# flash_reader

flash_reader, cell placement:
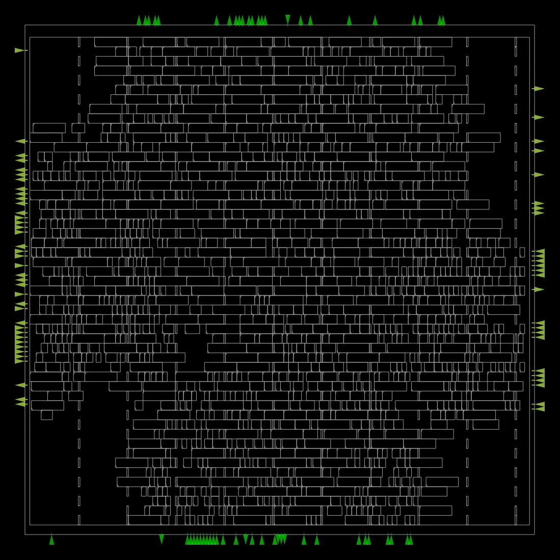

**src/rtl/flash_reader_pkg.sv**
```systemverilog
// Shared types and constants for the boot-time SPI flash copier.
package flash_reader_pkg;

  typedef enum logic [2:0] {
    Idle,
    SendCommand,
    SendAddress,
    SendDummy,
    ReceiveData,
    Finish
  } state_e;

  localparam logic [7:0] CmdRead      = 8'h03;
  localparam logic [7:0] CmdFastRead  = 8'h0B;
  localparam int         DummyBits    = 8;
  localparam int         CmdBits      = 8;
  localparam int         AddrWireBits = 24;

endpackage

```
**src/rtl/flash_word_packer.sv**
```systemverilog
// Packs received bytes little-endian into 32-bit words and issues one-cycle RAM write strobes.
`default_nettype none

module flash_word_packer #(
  parameter int RamAddressBitWidth = 16
) (
  input  logic                          clk,
  input  logic                          rst_n,
  input  logic                          init_i,
  input  logic [RamAddressBitWidth-1:0] base_address_i,
  input  logic [7:0]                    byte_i,
  input  logic                          valid_i,
  input  logic                          last_i,
  output logic [RamAddressBitWidth-1:0] ram_address_o,
  output logic [31:0]                   ram_data_o,
  output logic [3:0]                    ram_write_enable_o
);

  logic [1:0]                    lane_q;
  logic [31:0]                   acc_q;
  logic [3:0]                    mask_q;
  logic [RamAddressBitWidth-1:0] next_addr_q;
  logic [RamAddressBitWidth-1:0] ram_address_q;
  logic [31:0]                   data_q;
  logic [3:0]                    we_q;

  logic [31:0] packed_word;
  logic [3:0]  packed_mask;
  logic        flush;

  assign packed_word = acc_q | ({24'b0, byte_i} << {lane_q, 3'b000});
  assign packed_mask = mask_q | (4'b0001 << lane_q);
  // A word is written when lane 3 fills or the transfer's final byte arrives.
  assign flush       = valid_i && ((lane_q == 2'd3) || last_i);

  always_ff @(posedge clk or negedge rst_n) begin
    if (!rst_n) begin
      lane_q        <= '0;
      acc_q         <= '0;
      mask_q        <= '0;
      next_addr_q   <= '0;
      ram_address_q <= '0;
      data_q        <= '0;
      we_q          <= '0;
    end else begin
      we_q <= '0;
      if (init_i) begin
        lane_q      <= '0;
        acc_q       <= '0;
        mask_q      <= '0;
        next_addr_q <= base_address_i;
      end else if (flush) begin
        data_q        <= packed_word;
        we_q          <= packed_mask;
        ram_address_q <= next_addr_q;
        next_addr_q   <= next_addr_q + 1'b1;
        lane_q        <= '0;
        acc_q         <= '0;
        mask_q        <= '0;
      end else if (valid_i) begin
        acc_q  <= packed_word;
        mask_q <= packed_mask;
        lane_q <= lane_q + 2'd1;
      end
    end
  end

  assign ram_address_o      = ram_address_q;
  assign ram_data_o         = data_q;
  assign ram_write_enable_o = we_q;

endmodule

`default_nettype wire

```
**src/rtl/flash_reader.sv**
```systemverilog
// SPI mode-0 master copying a flash byte range into RAM at boot.
// Build option: FLASH_READER_FAST_READ_EN selects command 0x0B with 8 dummy bits.
`default_nettype none

module flash_reader
  import flash_reader_pkg::*;
#(
  parameter int FlashAddressBitWidth = 24,
  parameter int RamAddressBitWidth   = 16,
  parameter int CountBitWidth        = 16
) (
  input  logic                            clk,
  input  logic                            rst_n,
  input  logic                            start_i,
  input  logic [FlashAddressBitWidth-1:0] flash_address_i,
  input  logic [RamAddressBitWidth-1:0]   ram_address_start_i,
  input  logic [CountBitWidth-1:0]        byte_count_i,
  output logic                            busy_o,
  output logic                            done_o,
  output logic                            flash_cs_o,
  output logic                            flash_clk_o,
  output logic                            flash_mosi_o,
  input  logic                            flash_miso_i,
  output logic [RamAddressBitWidth-1:0]   ram_address_o,
  output logic [31:0]                     ram_data_o,
  output logic [3:0]                      ram_write_enable_o
);

`ifdef FLASH_READER_FAST_READ_EN
  localparam logic [7:0] ReadCmd = CmdFastRead;
`else
  localparam logic [7:0] ReadCmd = CmdRead;
`endif

  state_e                   state_q, state_d;
  logic                     phase_q, phase_d;
  logic [4:0]               bit_cnt_q, bit_cnt_d;
  logic [31:0]              tx_q, tx_d;
  logic [7:0]               rx_q, rx_d;
  logic [CountBitWidth-1:0] count_q, count_d;
  logic                     done_q, done_d;

  logic byte_valid;
  logic byte_last;
  logic packer_init;

  always_ff @(posedge clk or negedge rst_n) begin
    if (!rst_n) begin
      state_q   <= Idle;
      phase_q   <= 1'b0;
      bit_cnt_q <= '0;
      tx_q      <= '0;
      rx_q      <= '0;
      count_q   <= '0;
      done_q    <= 1'b0;
    end else begin
      state_q   <= state_d;
      phase_q   <= phase_d;
      bit_cnt_q <= bit_cnt_d;
      tx_q      <= tx_d;
      rx_q      <= rx_d;
      count_q   <= count_d;
      done_q    <= done_d;
    end
  end

  always_comb begin
    state_d     = state_q;
    phase_d     = phase_q;
    bit_cnt_d   = bit_cnt_q;
    tx_d        = tx_q;
    rx_d        = rx_q;
    count_d     = count_q;
    done_d      = 1'b0;
    byte_valid  = 1'b0;
    byte_last   = 1'b0;
    packer_init = 1'b0;

    case (state_q)
      Idle: begin
        phase_d = 1'b0;
        if (start_i) begin
          if (byte_count_i == '0) begin
            done_d = 1'b1;
          end else begin
            state_d     = SendCommand;
            tx_d        = {ReadCmd, AddrWireBits'(flash_address_i)};
            bit_cnt_d   = '0;
            count_d     = byte_count_i;
            packer_init = 1'b1;
          end
        end
      end

      SendCommand, SendAddress, SendDummy, ReceiveData: begin
        if (!phase_q) begin
          phase_d = 1'b1;
        end else begin
          // End of phase H: one SPI bit completes on this edge.
          phase_d   = 1'b0;
          bit_cnt_d = bit_cnt_q + 5'd1;
          case (state_q)
            SendCommand: begin
              tx_d = {tx_q[30:0], 1'b0};
              if (bit_cnt_q == 5'(CmdBits - 1)) begin
                state_d   = SendAddress;
                bit_cnt_d = '0;
              end
            end
            SendAddress: begin
              tx_d = {tx_q[30:0], 1'b0};
              if (bit_cnt_q == 5'(AddrWireBits - 1)) begin
                bit_cnt_d = '0;
`ifdef FLASH_READER_FAST_READ_EN
                state_d   = SendDummy;
`else
                state_d   = ReceiveData;
`endif
              end
            end
            SendDummy: begin
              if (bit_cnt_q == 5'(DummyBits - 1)) begin
                state_d   = ReceiveData;
                bit_cnt_d = '0;
              end
            end
            default: begin
              rx_d = {rx_q[6:0], flash_miso_i};
              if (bit_cnt_q == 5'd7) begin
                bit_cnt_d  = '0;
                byte_valid = 1'b1;
                count_d    = count_q - 1'b1;
                if (count_q == CountBitWidth'(1)) begin
                  byte_last = 1'b1;
                  state_d   = Finish;
                end
              end
            end
          endcase
        end
      end

      Finish: begin
        state_d = Idle;
        done_d  = 1'b1;
      end

      default: state_d = Idle;
    endcase
  end

  // Pin outputs decode straight from state so an async reset releases the bus at once.
  assign flash_cs_o   = !(state_q inside {SendCommand, SendAddress, SendDummy, ReceiveData});
  assign flash_clk_o  = phase_q;
  assign flash_mosi_o = ((state_q == SendCommand) || (state_q == SendAddress)) && tx_q[31];
  assign busy_o       = (state_q != Idle);
  assign done_o       = done_q;

  flash_word_packer #(
    .RamAddressBitWidth(RamAddressBitWidth)
  ) u_packer (
    .clk               (clk),
    .rst_n             (rst_n),
    .init_i            (packer_init),
    .base_address_i    (ram_address_start_i),
    .byte_i            (rx_d),
    .valid_i           (byte_valid),
    .last_i            (byte_last),
    .ram_address_o     (ram_address_o),
    .ram_data_o        (ram_data_o),
    .ram_write_enable_o(ram_write_enable_o)
  );

endmodule

`default_nettype wire

```
**config.mk**
```make
export PLATFORM = sky130hd
export DESIGN_NAME = flash_reader
export DESIGN_NICKNAME = d
export VERILOG_FILES = /design/src/rtl/flash_reader_pkg.sv /design/src/rtl/flash_word_packer.sv /design/src/rtl/flash_reader.sv
export SDC_FILE = /design/constraint.sdc
export NUM_CORES = 1
export LEC_CHECK = 0
export ABC_AREA = 1
export CAP_MARGIN = 10
export CORE_UTILIZATION = 43
export CTS_CLUSTER_DIAMETER = 60
export DETAILED_ROUTE_END_ITERATION = 10
export DONT_BUFFER_PORTS = 1
export PLACE_DENSITY_LB_ADDON = 0.25
export SETUP_SLACK_MARGIN = 0.2
export SLEW_MARGIN = 25
export SYNTH_ARGS = -nofsm -noshare
export SYNTH_HDL_FRONTEND = slang
export SYNTH_SLANG_ARGS = --single-unit
```
**constraint.sdc**
```tcl
create_clock -name clk -period 1.5 [get_ports clk]
set_clock_uncertainty 0.05 [all_clocks]
set_input_delay 0.3 -clock clk [delete_from_list [all_inputs] [get_ports clk]]
set_output_delay 0.3 -clock clk [all_outputs]
set_load 0.01 [all_outputs]
```
# mips_mc_control

==> src/rtl/mips_mc_control.sv <==
// Multicycle MIPS main control FSM with ALU-control decode for the execution stage.
// Latency: R-type 4, lw 5, sw 4, beq 3, j 3, addi 4 cycles; each mem_ready wait cycle adds one.
// Backpressure: FETCH, MEMRD and MEMWR hold their state and strobes until mem_ready is seen.
module mips_mc_control #(
    parameter int CNT_W = 32
) (
    input  logic             clk,
    input  logic             rst_n,
    input  logic [5:0]       opcode,
    input  logic [5:0]       funct,
    input  logic             zero,
    input  logic             mem_ready,
    output logic             iord,
    output logic             mem_read,
    output logic             mem_write,
    output logic             ir_write,
    output logic             reg_dst,
    output logic             mem_to_reg,
    output logic             reg_write,
    output logic             alu_src_a,
    output logic [1:0]       alu_src_b,
    output logic [1:0]       pc_src,
    output logic             pc_en,
    output logic [3:0]       aluctrl,
    output logic             illegal_op,
    output logic [CNT_W-1:0] instr_count
);

    typedef enum logic [3:0] {
        S_FETCH   = 4'd0,
        S_DECODE  = 4'd1,
        S_MEMADR  = 4'd2,
        S_MEMRD   = 4'd3,
        S_MEMWB   = 4'd4,
        S_MEMWR   = 4'd5,
        S_EXEC    = 4'd6,
        S_RWB     = 4'd7,
        S_BRANCH  = 4'd8,
        S_JUMP    = 4'd9,
        S_ADDI_EX = 4'd10,
        S_ADDI_WB = 4'd11
    } state_t;

    localparam logic [3:0] ALU_ADD = 4'b0010;
    localparam logic [3:0] ALU_SUB = 4'b0110;
    localparam logic [3:0] ALU_AND = 4'b0000;
    localparam logic [3:0] ALU_OR  = 4'b0001;
    localparam logic [3:0] ALU_SLT = 4'b0111;

    localparam logic [5:0] OP_RTYPE = 6'b000000;
    localparam logic [5:0] OP_LW    = 6'b100011;
    localparam logic [5:0] OP_SW    = 6'b101011;
    localparam logic [5:0] OP_BEQ   = 6'b000100;
    localparam logic [5:0] OP_J     = 6'b000010;
    localparam logic [5:0] OP_ADDI  = 6'b001000;

    state_t     state;
    state_t     state_nxt;
    logic       funct_ok;
    logic [3:0] funct_alu;
    logic       ill_nxt;
    logic       retire;

    // Raw Moore strobes; gated by rst_n below so nothing fires while reset is held.
    logic mem_read_raw;
    logic mem_write_raw;
    logic ir_write_raw;
    logic reg_write_raw;
    logic pc_en_raw;

    // Funct field to ALU operation, with a flag for supported R-type functions.
    always_comb begin
        funct_ok  = 1'b1;
        funct_alu = ALU_ADD;
        case (funct)
            6'b100000, 6'b100001: funct_alu = ALU_ADD;
            6'b100010, 6'b100011: funct_alu = ALU_SUB;
            6'b100100:            funct_alu = ALU_AND;
            6'b100101:            funct_alu = ALU_OR;
            6'b101010:            funct_alu = ALU_SLT;
            default:              funct_ok  = 1'b0;
        endcase
    end

    // State register.
    always_ff @(posedge clk or negedge rst_n) begin
        if (!rst_n) begin
            state <= S_FETCH;
        end else begin
            state <= state_nxt;
        end
    end

    // Next-state and output decode; every output defaults to its idle value first.
    always_comb begin
        state_nxt     = state;
        iord          = 1'b0;
        mem_read_raw  = 1'b0;
        mem_write_raw = 1'b0;
        ir_write_raw  = 1'b0;
        reg_dst       = 1'b0;
        mem_to_reg    = 1'b0;
        reg_write_raw = 1'b0;
        alu_src_a     = 1'b0;
        alu_src_b     = 2'b00;
        pc_src        = 2'b00;
        pc_en_raw     = 1'b0;
        aluctrl       = ALU_ADD;
        ill_nxt       = 1'b0;
        case (state)
            S_FETCH: begin
                mem_read_raw = 1'b1;
                alu_src_b    = 2'b01;
                ir_write_raw = mem_ready;
                pc_en_raw    = mem_ready;
                if (mem_ready) state_nxt = S_DECODE;
            end
            S_DECODE: begin
                alu_src_b = 2'b11;
                case (opcode)
                    OP_RTYPE:     state_nxt = S_EXEC;
                    OP_LW, OP_SW: state_nxt = S_MEMADR;
                    OP_BEQ:       state_nxt = S_BRANCH;
                    OP_J:         state_nxt = S_JUMP;
                    OP_ADDI:      state_nxt = S_ADDI_EX;
                    default: begin
                        state_nxt = S_FETCH;
                        ill_nxt   = 1'b1;
                    end
                endcase
            end
            S_MEMADR: begin
                alu_src_a = 1'b1;
                alu_src_b = 2'b10;
                // Only lw/sw reach here; anything but lw is treated as a store.
                state_nxt = (opcode == OP_LW) ? S_MEMRD : S_MEMWR;
            end
            S_MEMRD: begin
                mem_read_raw = 1'b1;
                iord         = 1'b1;
                if (mem_ready) state_nxt = S_MEMWB;
            end
            S_MEMWB: begin
                reg_write_raw = 1'b1;
                mem_to_reg    = 1'b1;
                state_nxt     = S_FETCH;
            end
            S_MEMWR: begin
                mem_write_raw = 1'b1;
                iord          = 1'b1;
                if (mem_ready) state_nxt = S_FETCH;
            end
            S_EXEC: begin
                alu_src_a = 1'b1;
                aluctrl   = funct_alu;
                if (funct_ok) begin
                    state_nxt = S_RWB;
                end else begin
                    state_nxt = S_FETCH;
                    ill_nxt   = 1'b1;
                end
            end
            S_RWB: begin
                reg_write_raw = 1'b1;
                reg_dst       = 1'b1;
                state_nxt     = S_FETCH;
            end
            S_BRANCH: begin
                alu_src_a = 1'b1;
                aluctrl   = ALU_SUB;
                pc_src    = 2'b01;
                pc_en_raw = zero;
                state_nxt = S_FETCH;
            end
            S_JUMP: begin
                pc_src    = 2'b10;
                pc_en_raw = 1'b1;
                state_nxt = S_FETCH;
            end
            S_ADDI_EX: begin
                alu_src_a = 1'b1;
                alu_src_b = 2'b10;
                state_nxt = S_ADDI_WB;
            end
            S_ADDI_WB: begin
                reg_write_raw = 1'b1;
                state_nxt     = S_FETCH;
            end
            default: state_nxt = S_FETCH;
        endcase
    end

    // An instruction retires when a completing state hands back to FETCH.
    always_comb begin
        retire = 1'b0;
        if (state_nxt == S_FETCH) begin
            case (state)
                S_MEMWB, S_MEMWR, S_RWB, S_BRANCH, S_JUMP, S_ADDI_WB: retire = 1'b1;
                default: retire = 1'b0;
            endcase
        end
    end

    // Strobes are combinationally killed by reset so an async assert cannot leave one high.
    assign mem_read  = mem_read_raw  & rst_n;
    assign mem_write = mem_write_raw & rst_n;
    assign ir_write  = ir_write_raw  & rst_n;
    assign reg_write = reg_write_raw & rst_n;
    assign pc_en     = pc_en_raw     & rst_n;

    // Illegal-op pulse register and retired-instruction counter.
    always_ff @(posedge clk or negedge rst_n) begin
        if (!rst_n) begin
            illegal_op  <= 1'b0;
            instr_count <= '0;
        end else begin
            illegal_op <= ill_nxt;
            if (retire) instr_count <= instr_count + {{(CNT_W-1){1'b0}}, 1'b1};
        end
    end

endmodule

==> config.mk <==
export PLATFORM = sky130hd
export DESIGN_NAME = mips_mc_control
export DESIGN_NICKNAME = d
export VERILOG_FILES = /design/src/rtl/mips_mc_control.sv
export SDC_FILE = /design/constraint.sdc
export NUM_CORES = 1
export LEC_CHECK = 0
export CAP_MARGIN = 20
export CORE_AREA = 2 2 75 77
export CTS_CLUSTER_DIAMETER = 200
export DETAILED_ROUTE_END_ITERATION = 8
export DIE_AREA = 0 0 77 79
export GPL_ROUTABILITY_DRIVEN = 0
export PLACE_DENSITY = 0.74
export SLEW_MARGIN = 5
export SYNTH_ARGS = -nofsm -noshare
export SYNTH_HDL_FRONTEND = slang
export SYNTH_SLANG_ARGS = --single-unit
export TNS_END_PERCENT = 20
==> constraint.sdc <==
create_clock -name clk -period 1.8 [get_ports clk]
set_clock_uncertainty 0.05 [all_clocks]
set_input_delay 0.54 -clock clk [delete_from_list [all_inputs] [get_ports clk]]
set_output_delay 0.54 -clock clk [all_outputs]
set_load 0.005 [all_outputs]

==> screenshots <==
I/O nets highlighted.
(a)
Scale bar: 50 um.
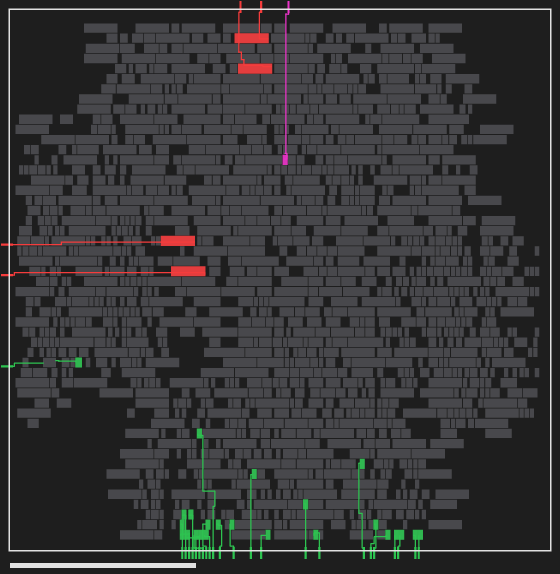
(b)
Scale bar: 20 um.
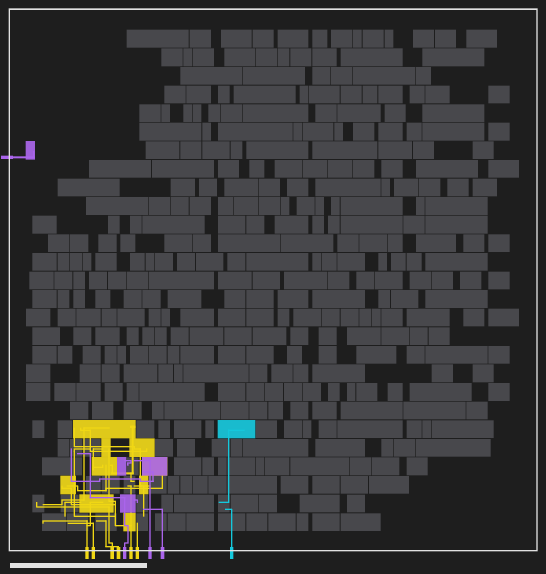
The one with the largest die is (a).
The one with the most cells is (a).
| from | picture |
|---|---|
| flash_reader | (a) |
| mips_mc_control | (b) |

Key to (a):
port	colour	bits	direction	edge	end cells	wire
flash_address_i	green	24	input	23 bottom, 1 left	24	232 um
ram_write_enable_o	red	4	output	2 left, 2 top	4	137 um
flash_miso_i	magenta	1	input	top	1	41.1 um

mips_mc_control, cell sizes after repair:
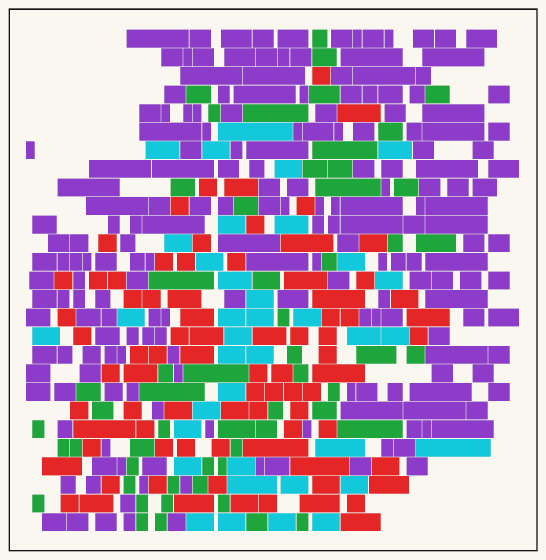
size	colour	cells	share
x2	green	56	15%
x6 and larger	cyan	37	10%
x3 and x4	red	80	22%
x1 and smaller	purple	196	53%
Layout area overhead: 85.0%
final standard cell area without fillers: 0.00393 mm2
number of non-clock buffers in the layout: 142

==> notes.md, mips_mc_control <==
Results of the full flow below.

Run status:
- The flow ran to the end, but the final reports show violations.
- The final reports fail on setup timing.

Layout:
- In the final layout, flip-flops and latches occupy 935 um2.
- The run gives the number of diodes as 0.

Synth:
- The synthesis report lists the most area-consuming cells as sky130_fd_sc_hd__dfrtp_1 44%, sky130_fd_sc_hd__xnor2_1 7.0%, sky130_fd_sc_hd__xor2_1 6.6%.
- The run gives the synthesized area as 0.00212 mm2.

Setup path:
- STA classifies the critical path endpoint as a primary output.

Timing:
- The run gives the final critical-path setup slack as -312 ps.
- Dividing the final minimum period by the clock period gives 117%.
- Per the finish-stage timing summary, setup violations number 47.

Clocking:
- The run gives the number of buffers created by CTS as 5.
- The run gives the clock tree root buffer cell as sky130_fd_sc_hd__clkbuf_8.

Global routing:
- The run gives the first-pass GRT wire length as roughly 11000 um.

Job:
- Summing over the stages, the warning tally comes to 29.

Die:
- The run gives the horizontal die size as between 70 and 80 um.
[mips_mc_control: placed cells by master (no fill, tap or decap), drive strengths merged, types with 7 or more instances in the layout]
master	n
buf	96
dfrtp	37
dlygate4sd2	25
nand2	20
nor3	19
xnor2	17
nor2	17
nand3	17
xor2	16
clkdlybuf4s50	10
and3	9
nand4	8
nand2b	8
dlymetal6s2s	7
a21oi	7
clkbuf	7
[mips_mc_control: report_power, final]
part	internal [mW]	switching [mW]	total [mW]
Combinational	0.345	0.273	0.617
Sequential	0.889	0.0984	0.987
Clock	0.550	0.308	0.858
[mips_mc_control: stage by stage]
step / TNS (ps) / total power [mW] / instance area [um2]
after detailed placement: -25660 / 1.43 / 3200
final: -7900 / 2.46 / 3930
after global routing: -10310 / 2.55 / 3930
after CTS: -3750 / 2.37 / 3720
after floorplan: -284 / 1.12 / 2120
after global placement: -24430 / 1.41 / 3200
[mips_mc_control: kinds of logic (layout without fill, tap and decap cells)]
family	count (synthesis)	in the layout	share of synthesized area [%]
xor+xnor	33	33	13.6
fa+ha+maj	1	1	0.590
mux	3	3	1.47
buf+inv	14	155	2.77
other cells	1	1	0.177
compound gates	21	21	6.60
flops	37	37	43.6
simple gates	118	118	31.1
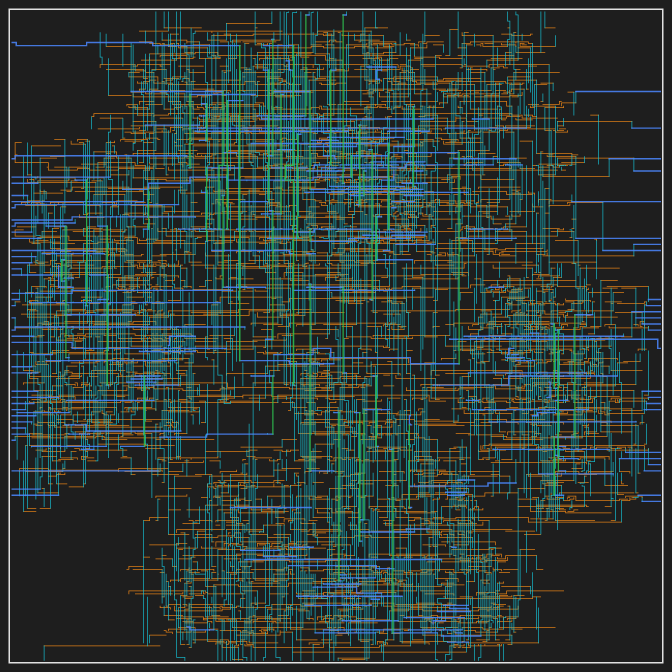
flash_reader: routed metal, one colour a layer
layer	colour	wire length
M1	orange	12200 um
M2	cyan	15100 um
M4	green	1110 um
M3	blue	2630 um
total global-route track usage: 25.9%
DR vias: 9051
Avg WL per Cell: 19.3 um

Notes on 'cell placement' of flash_reader above:
Post-Route Utilization: 69.0%
register fraction of the total cell area: 31.7%
Tap Count: 265
sequential cell count: 172
Fill cells: 1369

==> notes.md, flash_reader <==
Results of the full flow below.

Synth:
- The run puts the count of library flops with an enable pin at 0.
- The run puts the post-synth area from yosys stat at 0.00878 mm2.
- The run gives the area share of and-or/or-and cells after synthesis as 6.87%.

Timing:
- The run puts the worst hold slack after final layout at -491 ps.
- The run gives the final total negative setup slack as -54460 ps.
- The final report lists the setup-violating endpoint count as 168.
- In this build the clock could be raised as far as 511 MHz.
- The run gives the count of endpoints failing hold in the final timing report as 172.
- The critical path in the final layout is reported with a setup slack of -455 ps.

Run status:
- The final reports fail on hold timing, setup timing.
- The run finished, with violations left.

Global routing:
- The run puts the via count of the first global-routing pass at 8460.
- The run puts the first-pass GRT wire length at about 43000 um.

Setup path:
- Max fanout on the critical path was recorded as 6.
- The run gives the capture point of the worst reg-to-reg path as tx_q[16]$_DFFE_PN0P_.
- On the critical path, the stage with the largest delay is an instance of sky130_fd_sc_hd__dfrtp_1.

Detailed routing:
- The run puts the detailed-route DRC error count at 0.

Die:
- The run gives the height of the die as 145 um.
- The run puts the standard cell core area at between 0.015 and 0.02 mm2.

Clocking:
- The number of clock buffers added by TritonCTS is 17.
- The run gives the clock tree root buffer cell as sky130_fd_sc_hd__clkbuf_16.
- In this run, post-CTS repair resized a total of 167 instances.

Layout:
- The run gives the net count of the finished layout as between 1000 and 1500.
- The layout has 72 inverters outside the clock class.
- Of all the cell area in the finished design, non-clock buffers hold 18.9%.
==> flash_reader: logic make-up after synthesis <==
| family | count (synthesis) |
|---|---|
| AOI/OAI and AO/OA | 117 |
| xor gates and xnor gates | 7 |
| adders and majority gates | 8 |
| buffers and inverters | 130 |
| DFF | 172 |
| and+or+nand+nor | 728 |
==> flash_reader: metrics by stage <==
stage	instance area (um2)	utilization (%)
finish	13600	69.0
global route	13600	69.0
CTS	12000	61.0
detailed placement	9900	50.2
global placement	9900	50.2
floorplan	8980	-
==> flash_reader: state kept, by name (all words and copies together) (netlist names) <==
| register | cells |
|---|---|
| u_packer.ram_address_o | 16 |
| bit_cnt_q | 5 |
| flash_clk_o | 1 |
| tx_q | 32 |
| u_packer.next_addr_q | 16 |
| u_packer.ram_data_o | 32 |
| u_packer.lane_q | 2 |
| rx_q | 8 |
| count_q | 16 |
| u_packer.ram_write_enable_o | 4 |
| done_o | 1 |
| u_packer.acc_q | 32 |
| u_packer.mask_q | 4 |
| state_q | 3 |
==> flash_reader: report_power, final <==
part           internal (mW)  switching, mW
registers               5.63          0.843
logic                   6.00           7.27
clock network           2.67           2.09
total                   14.3           10.2

# control_temp

--- config.mk ---
export PLATFORM = sky130hd
export DESIGN_NAME = control_temp
export DESIGN_NICKNAME = d
export VERILOG_FILES = /design/src/rtl/control_temp.sv
export SDC_FILE = /design/constraint.sdc
export NUM_CORES = 1
export LEC_CHECK = 0
export CORE_ASPECT_RATIO = 1.25
export CORE_MARGIN = 3
export CORE_UTILIZATION = 47
export CTS_BUF_LIST = sky130_fd_sc_hd__clkbuf_8
export DETAILED_ROUTE_END_ITERATION = 10
export HOLD_SLACK_MARGIN = 0.03
export PLACE_DENSITY = 0.68
export SLEW_MARGIN = 5
export SYNTH_ARGS = -nofsm -noshare
export SYNTH_HDL_FRONTEND = slang
export SYNTH_SLANG_ARGS = --single-unit
--- constraint.sdc ---
create_clock -name clk -period 2.2 [get_ports clk]
set_input_delay 0.22 -clock clk [delete_from_list [all_inputs] [get_ports clk]]
set_output_delay 0.22 -clock clk [all_outputs]
set_load 0.005 [all_outputs]
--- src/rtl/control_temp.sv ---
// -----------------------------------------------------------------------------
// control_temp -- periodic temperature sampler with confirmed level changes
//
// Every PERIODO cycles the controller asks the sensor for one reading
// (lectura_req) and waits up to TIMEOUT cycles for lectura_ack. An accepted
// reading is latched into temp_reg and classified into a target level
// (NORMAL / VENT / ALARMA). The level only changes after CONFIRM consecutive
// samples agree on the same new target. A missing acknowledge drives the
// block into FALLA immediately; the next good reading leaves FALLA directly.
//
// Optional build macro:
//   HISTERESIS_EN  -- lowers the exit thresholds (ALARMA held while temp>26,
//                     VENT held while temp>23); entry thresholds unchanged.
//
// Parameters:
//   PERIODO  cycles between sample requests      (2..65535)
//   CONFIRM  consecutive samples to change level (1..7)
//   TIMEOUT  cycles to wait for lectura_ack       (1..255)
//
// Ports:
//   clk          in   clock, rising edge
//   rst_n        in   asynchronous active-low reset
//   lectura_req  out  request one reading from the sensor
//   lectura_ack  in   sensor acknowledge, temp_in valid in the same cycle
//   temp_in      in   [4:0] unsigned reading in degrees
//   temp_reg     out  [4:0] last accepted reading
//   muestra_ok   out  one-cycle pulse after a reading is accepted
//   ventilador   out  fan enable (VENT, ALARMA, FALLA)
//   alarma       out  alarm (ALARMA, FALLA)
//   falla        out  sensor timeout indicator
//   estado       out  [1:0] level: 00 NORMAL, 01 VENT, 10 ALARMA, 11 FALLA
// -----------------------------------------------------------------------------
module control_temp #(
    parameter int PERIODO = 1000,
    parameter int CONFIRM = 3,
    parameter int TIMEOUT = 255
) (
    input  logic       clk,
    input  logic       rst_n,
    output logic       lectura_req,
    input  logic       lectura_ack,
    input  logic [4:0] temp_in,
    output logic [4:0] temp_reg,
    output logic       muestra_ok,
    output logic       ventilador,
    output logic       alarma,
    output logic       falla,
    output logic [1:0] estado
);

    typedef enum logic [1:0] {
        NORMAL = 2'b00,
        VENT   = 2'b01,
        ALARMA = 2'b10,
        FALLA  = 2'b11
    } nivel_t;

    nivel_t      nivel_reg, nivel_next;
    nivel_t      pend_reg, pend_next;
    nivel_t      objetivo;
    logic [2:0]  conf_reg, conf_next;
    logic [2:0]  conf_inc;
    logic        falla_next;
    logic [15:0] cnt_reg;
    logic [7:0]  espera_reg;
    logic [4:0]  umbral_alarma;
    logic [4:0]  umbral_vent;
    logic        timeout_hit;

    assign estado      = nivel_reg;
    assign timeout_hit = lectura_req && !lectura_ack
                         && (espera_reg == 8'(TIMEOUT - 1));

    // Classification thresholds. With hysteresis, being in ALARMA also
    // applies the lowered VENT exit threshold, so a cool-down from ALARMA
    // settles in VENT until the reading drops to 23 or below.
    always_comb begin
`ifdef HISTERESIS_EN
        umbral_alarma = (nivel_reg == ALARMA) ? 5'd26 : 5'd28;
        umbral_vent   = (nivel_reg == ALARMA || nivel_reg == VENT) ? 5'd23 : 5'd25;
`else
        umbral_alarma = 5'd28;
        umbral_vent   = 5'd25;
`endif
        if (temp_in > umbral_alarma)
            objetivo = ALARMA;
        else if (temp_in > umbral_vent)
            objetivo = VENT;
        else
            objetivo = NORMAL;
    end

    // Level / confirmation update. A cleared pending target reads as
    // NORMAL; if the level is not NORMAL and the target is NORMAL, the
    // "same as pending" path then yields a count of 1, exactly like a load.
    always_comb begin
        nivel_next = nivel_reg;
        pend_next  = pend_reg;
        conf_next  = conf_reg;
        falla_next = falla;
        conf_inc   = (objetivo == pend_reg) ? conf_reg + 3'd1 : 3'd1;
        if (lectura_req && lectura_ack) begin
            if (nivel_reg == FALLA) begin
                nivel_next = objetivo;
                falla_next = 1'b0;
                pend_next  = NORMAL;
                conf_next  = 3'd0;
            end else if (objetivo == nivel_reg) begin
                pend_next = NORMAL;
                conf_next = 3'd0;
            end else if (conf_inc == 3'(CONFIRM)) begin
                nivel_next = objetivo;
                pend_next  = NORMAL;
                conf_next  = 3'd0;
            end else begin
                pend_next = objetivo;
                conf_next = conf_inc;
            end
        end else if (timeout_hit) begin
            nivel_next = FALLA;
            falla_next = 1'b1;
            pend_next  = NORMAL;
            conf_next  = 3'd0;
        end
    end

    always_ff @(posedge clk or negedge rst_n) begin
        if (!rst_n) begin
            lectura_req <= 1'b0;
            muestra_ok  <= 1'b0;
            temp_reg    <= 5'd0;
            ventilador  <= 1'b0;
            alarma      <= 1'b0;
            falla       <= 1'b0;
            nivel_reg   <= NORMAL;
            pend_reg    <= NORMAL;
            conf_reg    <= 3'd0;
            cnt_reg     <= 16'd0;
            espera_reg  <= 8'd0;
        end else begin
            muestra_ok <= 1'b0;
            if (!lectura_req) begin
                // Period counter only runs between requests.
                espera_reg <= 8'd0;
                if (cnt_reg == 16'(PERIODO - 1)) begin
                    cnt_reg     <= 16'd0;
                    lectura_req <= 1'b1;
                end else begin
                    cnt_reg <= cnt_reg + 16'd1;
                end
            end else if (lectura_ack) begin
                lectura_req <= 1'b0;
                temp_reg    <= temp_in;
                muestra_ok  <= 1'b1;
                espera_reg  <= 8'd0;
            end else if (timeout_hit) begin
                lectura_req <= 1'b0;
                espera_reg  <= 8'd0;
            end else begin
                espera_reg <= espera_reg + 8'd1;
            end

            nivel_reg  <= nivel_next;
            pend_reg   <= pend_next;
            conf_reg   <= conf_next;
            falla      <= falla_next;
            ventilador <= (nivel_next != NORMAL);
            alarma     <= (nivel_next == ALARMA) || (nivel_next == FALLA);
        end
    end

endmodule

# txuart_cfg

**config.mk**
```make
export PLATFORM = sky130hd
export DESIGN_NAME = txuart_cfg
export DESIGN_NICKNAME = d
export VERILOG_FILES = /design/src/rtl/txuart_pkg.sv /design/src/rtl/txuart_baud.sv /design/src/rtl/txuart_cfg.sv
export SDC_FILE = /design/constraint.sdc
export NUM_CORES = 1
export LEC_CHECK = 0
export ABC_AREA = 1
export CAP_MARGIN = 30
export CELL_PAD_IN_SITES_DETAIL_PLACEMENT = 1
export CELL_PAD_IN_SITES_GLOBAL_PLACEMENT = 1
export CORE_MARGIN = 5
export CORE_UTILIZATION = 44
export CTS_BUF_LIST = sky130_fd_sc_hd__clkbuf_4 sky130_fd_sc_hd__clkbuf_8 sky130_fd_sc_hd__clkbuf_16
export DETAILED_ROUTE_END_ITERATION = 8
export PLACE_DENSITY = 0.88
export SYNTH_ARGS = -nofsm -noshare
export SYNTH_HDL_FRONTEND = slang
export SYNTH_SLANG_ARGS = --single-unit
```
**constraint.sdc**
```tcl
create_clock -name i_clk -period 2.94 [get_ports i_clk]
set_clock_uncertainty 0.15 [all_clocks]
set_input_delay 0.588 -clock i_clk [delete_from_list [all_inputs] [get_ports i_clk]]
set_output_delay 0.588 -clock i_clk [all_outputs]
set_load 0.1 [all_outputs]
```
**src/rtl/txuart_pkg.sv**
```systemverilog
// txuart_pkg: shared definitions for the configurable UART transmitter.
//   state_t     - transmitter FSM state encoding
//   PAR_*       - parity mode constants for the PARITY parameter
//   frame_bits  - total bits on the line per frame
//   parity_bit  - parity bit over a zero-padded payload
package txuart_pkg;

  typedef enum logic [2:0] {
    IDLE     = 3'd0,
    WAIT_CTS = 3'd1,
    START    = 3'd2,
    DATA     = 3'd3,
    PARITY   = 3'd4,
    STOP     = 3'd5,
    BREAK    = 3'd6
  } state_t;

  localparam int PAR_NONE = 0;
  localparam int PAR_ODD  = 1;
  localparam int PAR_EVEN = 2;

  // Start bit + payload + optional parity + stop bits.
  function automatic int frame_bits(input int data_bits, input int parity, input int stop_bits);
    return 1 + data_bits + ((parity != PAR_NONE) ? 1 : 0) + stop_bits;
  endfunction

  // Payload must be zero-padded above the active data bits so they do not
  // disturb the reduction.
  function automatic logic parity_bit(input logic [7:0] data, input int mode);
    logic p;
    p = ^data;
    if (mode == PAR_ODD) begin
      return ~p;
    end else begin
      return p;
    end
  endfunction

endpackage

```
**src/rtl/txuart_baud.sv**
```systemverilog
// txuart_baud: bit-period timer for the UART transmitter.
//   i_clk     - system clock
//   i_reset   - asynchronous active-high reset
//   i_restart - reload for a new bit period (takes priority)
//   i_run     - counter active; held at zero when low
//   o_stb     - high during the last cycle of each bit period
module txuart_baud
  import txuart_pkg::*;
#(
  parameter logic [23:0] CLOCKS_PER_BAUD = 24'd139
) (
  input  logic i_clk,
  input  logic i_reset,
  input  logic i_restart,
  input  logic i_run,
  output logic o_stb
);

  logic [23:0] cnt_r;

  // Down-counter: loads on each bit start, strobe fires when it reaches zero.
  always_ff @(posedge i_clk or posedge i_reset) begin
    if (i_reset) begin
      cnt_r <= 24'd0;
    end else if (i_restart) begin
      cnt_r <= CLOCKS_PER_BAUD - 24'd1;
    end else if (!i_run) begin
      cnt_r <= 24'd0;
    end else if (cnt_r != 24'd0) begin
      cnt_r <= cnt_r - 24'd1;
    end else begin
      cnt_r <= cnt_r;
    end
  end

  assign o_stb = i_run && (cnt_r == 24'd0);

endmodule

```
**src/rtl/txuart_cfg.sv**
```systemverilog
// txuart_cfg: parametrised UART transmitter with CTS flow control.
// Optional feature: define TXUART_BREAK_EN to add the i_break port and the
// BREAK state (line held low, then STOP_BITS periods of mark-after-break).
//   i_clk     - system clock
//   i_reset   - asynchronous active-high reset
//   i_wr      - write strobe, accepted only while o_busy is low
//   i_data    - payload, sampled on acceptance
//   i_cts_n   - clear-to-send, active low, asynchronous
//   i_break   - break request (TXUART_BREAK_EN only)
//   o_busy    - frame pending or in progress
//   o_uart_tx - registered serial line, LSB first, idles high
module txuart_cfg
  import txuart_pkg::*;
#(
  parameter logic [23:0] CLOCKS_PER_BAUD = 24'd139,
  parameter int          DATA_BITS       = 8,
  parameter int          PARITY          = 0,
  parameter int          STOP_BITS       = 1
) (
  input  logic                 i_clk,
  input  logic                 i_reset,
  input  logic                 i_wr,
  input  logic [DATA_BITS-1:0] i_data,
  input  logic                 i_cts_n,
`ifdef TXUART_BREAK_EN
  input  logic                 i_break,
`endif
  output logic                 o_busy,
  output logic                 o_uart_tx
);

  localparam int         FRAME_BITS = frame_bits(DATA_BITS, PARITY, STOP_BITS);
  localparam logic [2:0] LAST_DATA  = 3'(DATA_BITS - 1);
  localparam logic [2:0] LAST_STOP  = 3'(STOP_BITS - 1);
  localparam bit         HAS_PARITY = (PARITY != PAR_NONE);

  if (CLOCKS_PER_BAUD < 24'd2) begin : g_bad_baud
    $error("txuart_cfg: CLOCKS_PER_BAUD must be >= 2");
  end
  if (DATA_BITS < 5 || DATA_BITS > 8) begin : g_bad_data
    $error("txuart_cfg: DATA_BITS must be 5..8");
  end
  if (PARITY < PAR_NONE || PARITY > PAR_EVEN) begin : g_bad_parity
    $error("txuart_cfg: PARITY must be 0, 1 or 2");
  end
  if (STOP_BITS < 1 || STOP_BITS > 2) begin : g_bad_stop
    $error("txuart_cfg: STOP_BITS must be 1 or 2");
  end
  if (FRAME_BITS < 7 || FRAME_BITS > 12) begin : g_bad_frame
    $error("txuart_cfg: frame length out of range");
  end

  state_t                 state_r;
  logic                   tx_r;
  logic [DATA_BITS-1:0]   shift_r;
  logic                   par_r;
  logic [2:0]             bit_cnt_r;
  logic [1:0]             cts_sync_r;
  logic [7:0]             data_pad_s;
  logic                   cts_ok_s;
  logic                   break_req_s;
  logic                   stb_s;
  logic                   run_s;
  logic                   last_stop_s;
  logic                   busy_s;
  logic                   accept_s;
  logic                   restart_s;

`ifdef TXUART_BREAK_EN
  assign break_req_s = i_break;
`else
  assign break_req_s = 1'b0;
`endif

  // Zero-pad the payload so the parity helper sees only active data bits.
  always_comb begin
    data_pad_s = 8'd0;
    data_pad_s[DATA_BITS-1:0] = i_data;
  end

  // Two-flop synchroniser for CTS; resets to "not clear".
  always_ff @(posedge i_clk or posedge i_reset) begin
    if (i_reset) begin
      cts_sync_r <= 2'b11;
    end else begin
      cts_sync_r <= {cts_sync_r[0], i_cts_n};
    end
  end

  assign cts_ok_s = ~cts_sync_r[1];
  assign run_s    = (state_r == START) || (state_r == DATA) ||
                    (state_r == txuart_pkg::PARITY) || (state_r == STOP);

  // Busy drops in the final cycle of the last stop bit so a queued write can
  // follow with no idle gap.
  assign last_stop_s = (state_r == STOP) && (bit_cnt_r == LAST_STOP) && stb_s;
  assign busy_s      = (state_r != IDLE) && !last_stop_s;
  assign accept_s    = i_wr && !busy_s && !((state_r == IDLE) && break_req_s);
  assign restart_s   = stb_s || (accept_s && cts_ok_s) ||
                       ((state_r == WAIT_CTS) && cts_ok_s) ||
                       ((state_r == BREAK) && !break_req_s);

  txuart_baud #(
    .CLOCKS_PER_BAUD(CLOCKS_PER_BAUD)
  ) u_baud (
    .i_clk     (i_clk),
    .i_reset   (i_reset),
    .i_restart (restart_s),
    .i_run     (run_s),
    .o_stb     (stb_s)
  );

  // Transmit FSM: owns the line register, shift register and bit counter.
  always_ff @(posedge i_clk or posedge i_reset) begin
    if (i_reset) begin
      state_r   <= IDLE;
      tx_r      <= 1'b1;
      shift_r   <= '0;
      par_r     <= 1'b0;
      bit_cnt_r <= 3'd0;
    end else if (accept_s) begin
      shift_r   <= i_data;
      par_r     <= parity_bit(data_pad_s, PARITY);
      bit_cnt_r <= 3'd0;
      if (cts_ok_s) begin
        state_r <= START;
        tx_r    <= 1'b0;
      end else begin
        state_r <= WAIT_CTS;
        tx_r    <= 1'b1;
      end
    end else begin
      case (state_r)
        IDLE: begin
          if (break_req_s) begin
            state_r <= BREAK;
            tx_r    <= 1'b0;
          end
        end
        WAIT_CTS: begin
          if (cts_ok_s) begin
            state_r <= START;
            tx_r    <= 1'b0;
          end
        end
        START: begin
          if (stb_s) begin
            state_r   <= DATA;
            tx_r      <= shift_r[0];
            shift_r   <= {1'b0, shift_r[DATA_BITS-1:1]};
            bit_cnt_r <= 3'd0;
          end
        end
        DATA: begin
          if (stb_s) begin
            if (bit_cnt_r == LAST_DATA) begin
              bit_cnt_r <= 3'd0;
              if (HAS_PARITY) begin
                state_r <= txuart_pkg::PARITY;
                tx_r    <= par_r;
              end else begin
                state_r <= STOP;
                tx_r    <= 1'b1;
              end
            end else begin
              bit_cnt_r <= bit_cnt_r + 3'd1;
              tx_r      <= shift_r[0];
              shift_r   <= {1'b0, shift_r[DATA_BITS-1:1]};
            end
          end
        end
        txuart_pkg::PARITY: begin
          if (stb_s) begin
            state_r   <= STOP;
            tx_r      <= 1'b1;
            bit_cnt_r <= 3'd0;
          end
        end
        STOP: begin
          if (stb_s) begin
            if (bit_cnt_r == LAST_STOP) begin
              state_r <= IDLE;
            end else begin
              bit_cnt_r <= bit_cnt_r + 3'd1;
            end
          end
        end
`ifdef TXUART_BREAK_EN
        // Mark-after-break reuses STOP so its length tracks STOP_BITS.
        BREAK: begin
          if (!break_req_s) begin
            state_r   <= STOP;
            tx_r      <= 1'b1;
            bit_cnt_r <= 3'd0;
          end
        end
`endif
        default: begin
          state_r <= IDLE;
          tx_r    <= 1'b1;
        end
      endcase
    end
  end

  assign o_busy    = busy_s;
  assign o_uart_tx = tx_r;

endmodule

```
control_temp, routed metal, one colour a layer:
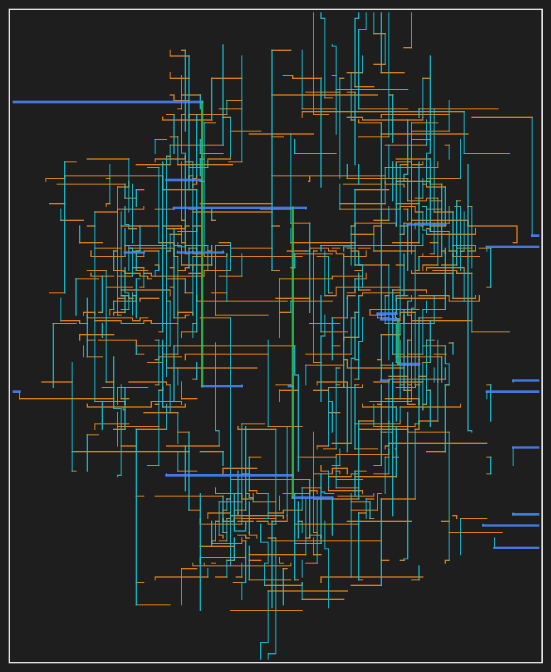
layer	colour	wire length
M4	green	75.5 um
M2	cyan	1990 um
M3	blue	124 um
M1	orange	1570 um
Avg WL per Cell: 13.6 um
DR vias: 1522
post-detailed-routing wire length: 3760 um

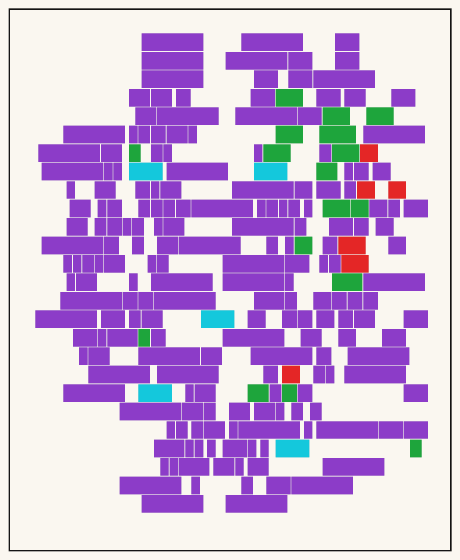
control_temp: cell sizes after repair
size	colour	cells	share
x2	green	17	7.7%
x3 and x4	red	6	2.7%
x6 and larger	cyan	5	2.3%
x1 and smaller	purple	193	87%
slack of the critical path: 265 ps
Layout area overhead: 16.7%

==> notes.md, control_temp <==
Results of the full flow below.

Setup path:
- The run gives the critical path capture point type as a register.
- The run gives the critical path depth as 7.
- Looking at the critical path, the single cell with the biggest stage delay is sky130_fd_sc_hd__or4b_1.

Pwr:
- Registers are responsible for between 50% and 60% of the overall power.
- Overall power consumption after layout is estimated at 1.69 mW.
- The run puts the share of power burned in combinational logic at between 15 and 20%.

Synth:
- Sorting the Yosys area breakdown by cell type puts at the top sky130_fd_sc_hd__dfrtp_1.
- Yosys shows that the main logic family after synthesis is simple AND/OR/NAND/NOR gates.
- The synthesized netlist devotes under 10% of its cell area to compound gates.

Die:
- The run puts the number of core rows at 26.

Layout:
- For this run, the share of the core covered by cells in the final layout is between 50% and 60%.
- The run gives the layout filler cell count as 363.
- The run puts the number of diodes at 0.

Run status:
- The run finished with clean final reports.

Global routing:
- For this run the aggregate overflow at the end of global routing stands at 0.
- The run gives the pin count of the biggest net entering global routing as 42.

Clocking:
- The run puts the post-cts hold buffer count at 0.

Detailed routing:
- The run puts the wire length on met3 at approximately 120 um.

Timing:
- Setup repair after global routing left no endpoint under its margin.
control_temp: worst reg2reg max path, cell delays in order, from the launching register on:
cell and delay [ps]:
sky130_fd_sc_hd__dfrtp_1 490, sky130_fd_sc_hd__nand2b_1 210, sky130_fd_sc_hd__o31ai_1 210, sky130_fd_sc_hd__a22oi_1 170
sky130_fd_sc_hd__and4_4 210, sky130_fd_sc_hd__or3_1 310, sky130_fd_sc_hd__a31o_1 220
control_temp: how the worst min path moves through the flow:
stage	depth (start not counted)	slack [ps]	end
6_report	1	50	temp_reg[2]$_DFFE_PN0P_
5_1_grt	1	110	muestra_ok$_DFF_PN0_
4_1_cts	1	80	estado[1]$_DFF_PN0_
3_5_place_dp	1	400	estado[1]$_DFF_PN0_
3_3_place_gp	1	370	muestra_ok$_DFF_PN0_
2_1_floorplan	0	-80	alarma$_DFF_PN0_
control_temp: layout make-up:
class | count | share of cell area, %
clock buffer | 5 | 2.90
clock inverter | 3 | 0.580
inverter | 4 | 0.632
multi-input combinational | 145 | 40.7
sequential | 41 | 43.2
tap | 56 | 2.95
timing repair buffer | 23 | 9.06
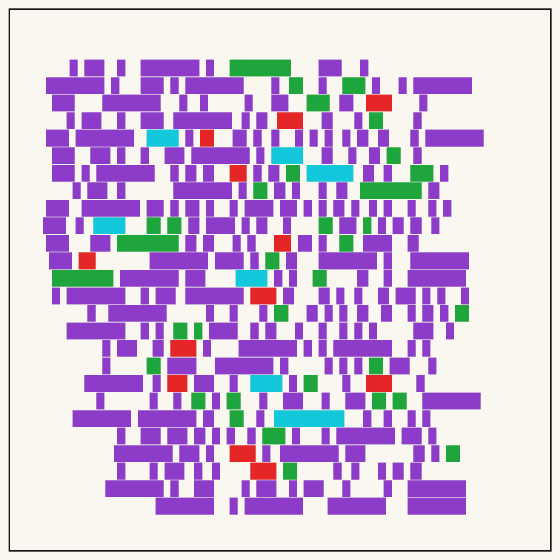
txuart_cfg: cell sizes after repair
size	colour	cells	share
x2	green	34	11%
x6 and larger	cyan	7	2.2%
x1 and smaller	purple	264	83%
x3 and x4	red	12	3.8%
slack of the critical path: 186 ps
Layout area overhead: 13.3%
final standard cell area without fillers: 0.00272 mm2
number of non-clock buffers in the layout: 14

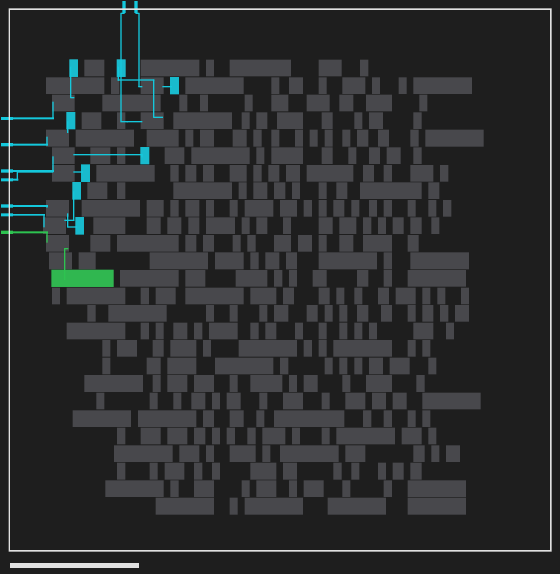
txuart_cfg: I/O nets highlighted
Scale bar: 20 um.
port	colour	bits	direction	edge	end cells	wire
i_data	cyan	8	input	6 left, 2 top	8	121 um
i_cts_n	green	1	input	left	1	12.0 um
number of primary I/O pins: 14
Buffers on Ports: 13

==> notes.md, txuart_cfg <==
Results of the full flow below.

Synth:
- Yosys mapped a number of flops with a built-in enable equal to 0.
- After synthesis, the largest family of logic cells by area is simple AND/OR/NAND/NOR gates.
- The run gives the share of the yosys chip area belonging to registers as 43.0%.
- The run gives the yosys synthesis warning count as 0.
- The run puts the multiplexer share of the synthesized area at 0%.
- The run puts the post-synth area from yosys stat at 0.00240 mm2.
- Per the post-synthesis stats, the area per cell is 8.04 um2.
- The run gives the xor-xnor portion of the synthesized cell area as 6.58%.

Timing:
- Across all checked pins, the minimum headroom to the slew limit is 60.5%.
- The run gives the timing-limited maximum frequency as around 360 MHz.

Global routing:
- The run puts the global-route met1 utilization at 22.4%.

Clocking:
- In this run, post-CTS hold repair placed 0 buffers.
- CTS saw slightly above 40 sinks.
- At the later pin of the worst-skew pair, clock insertion delay measures 310 ps.

Pwr:
- The run puts the design internal power at 1.78 mW.
- IR analysis of the VDD net gives a maximum drop of 0.000465 V.

Setup path:
- In this run the worst setup path terminates at o_busy.
- The run puts the maximum fanout along the worst path at 8.
- The signal on the critical path passes through inv_1 > ha_1 > nor2_1 > nand2_1 > nor2_2 > nand4_1 > nand2_2 > inv_1 > buf_12.
- Among all stages on the critical path, the largest delay is contributed by sky130_fd_sc_hd__dfrtp_2.
- The run gives the critical path depth as 9.

Run status:
- The flow ran to the end, and the final reports show no timing, DRC or antenna violations.

Layout:
- The run gives the most used logic cell in the final layout as sky130_fd_sc_hd__nand2_1.
- 0 antenna diodes ended up in the layout.
- The finished layout holds 387 standard cells, fillers aside.
- Per the layout report, the design carries about 640 filler cells.

Min path:
- The startpoint identified for the worst hold timing path is cts_sync_r[0]$_DFF_PP1_.

Detailed routing:
- The run puts the per-cell routed wire length at around 15 um.
- The run gives the routed metal-1 wire length as 2650 um.
-- txuart_cfg: area by class of cell --
cell class / count / area share (%)
Clock buffer: 5 / 2.53
Clock inverter: 3 / 1.70
Inverter: 46 / 6.45
Multi-Input combinational cell: 208 / 42.8
Sequential cell: 41 / 38.0
Tap cell: 70 / 3.22
Timing Repair Buffer: 14 / 5.34
-- txuart_cfg: metrics by stage --
stage / utilization (%) / setup WS, ps / cell area (um2)
2_1_floorplan: - / 488 / 2400
3_3_place_gp: 50.0 / 518 / 2600
3_5_place_dp: 50.0 / 410 / 2600
4_1_cts: 52.2 / 131 / 2720
5_1_grt: 52.2 / 73.4 / 2720
6_report: 52.2 / 186 / 2720
-- txuart_cfg: registers in the layout (all words and copies together) (netlist names) --
| signal | flops |
|---|---|
| u_baud.cnt_r | 24 |
| bit_cnt_r | 3 |
| cts_sync_r | 2 |
| state_r | 3 |
| o_uart_tx | 1 |
| shift_r | 8 |
-- txuart_cfg: what timing repair did --
item,CTS,global route
endpoints found under the setup margin,0,1
endpoints found under the hold margin,0,0
gates resized,0,1


## Gallery

Cell classes on the final placement.
Fill, decap, tap and diode cells in grey.
shot_01.png
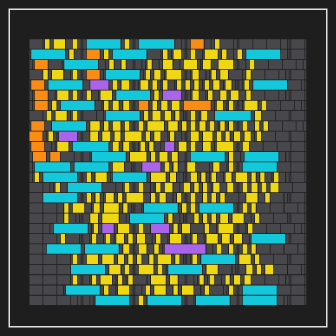
shot_02.png
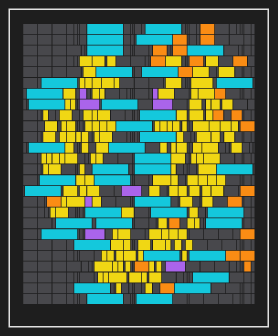
shot_03.png
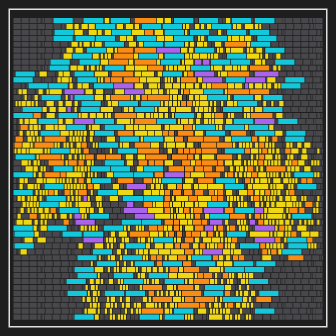
shot_04.png
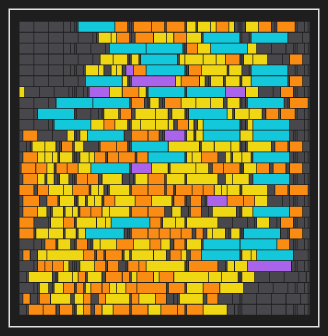
For txuart_cfg, see shot_01.png.
For control_temp, see shot_02.png.
For mips_mc_control, see shot_04.png.
For flash_reader, see shot_03.png.
- fewest cells: shot_02.png
- most cells: shot_03.png

Key to shot_01.png:
class	colour	cells	share of their area
registers	cyan	41	39%
remaining buffers and delay cells	orange	14	5.5%
clock drivers and dummy loads	purple	8	4.4%
remaining logic cells	yellow	254	51%

No activity file was given, so power comes from the tool's default toggle rates.
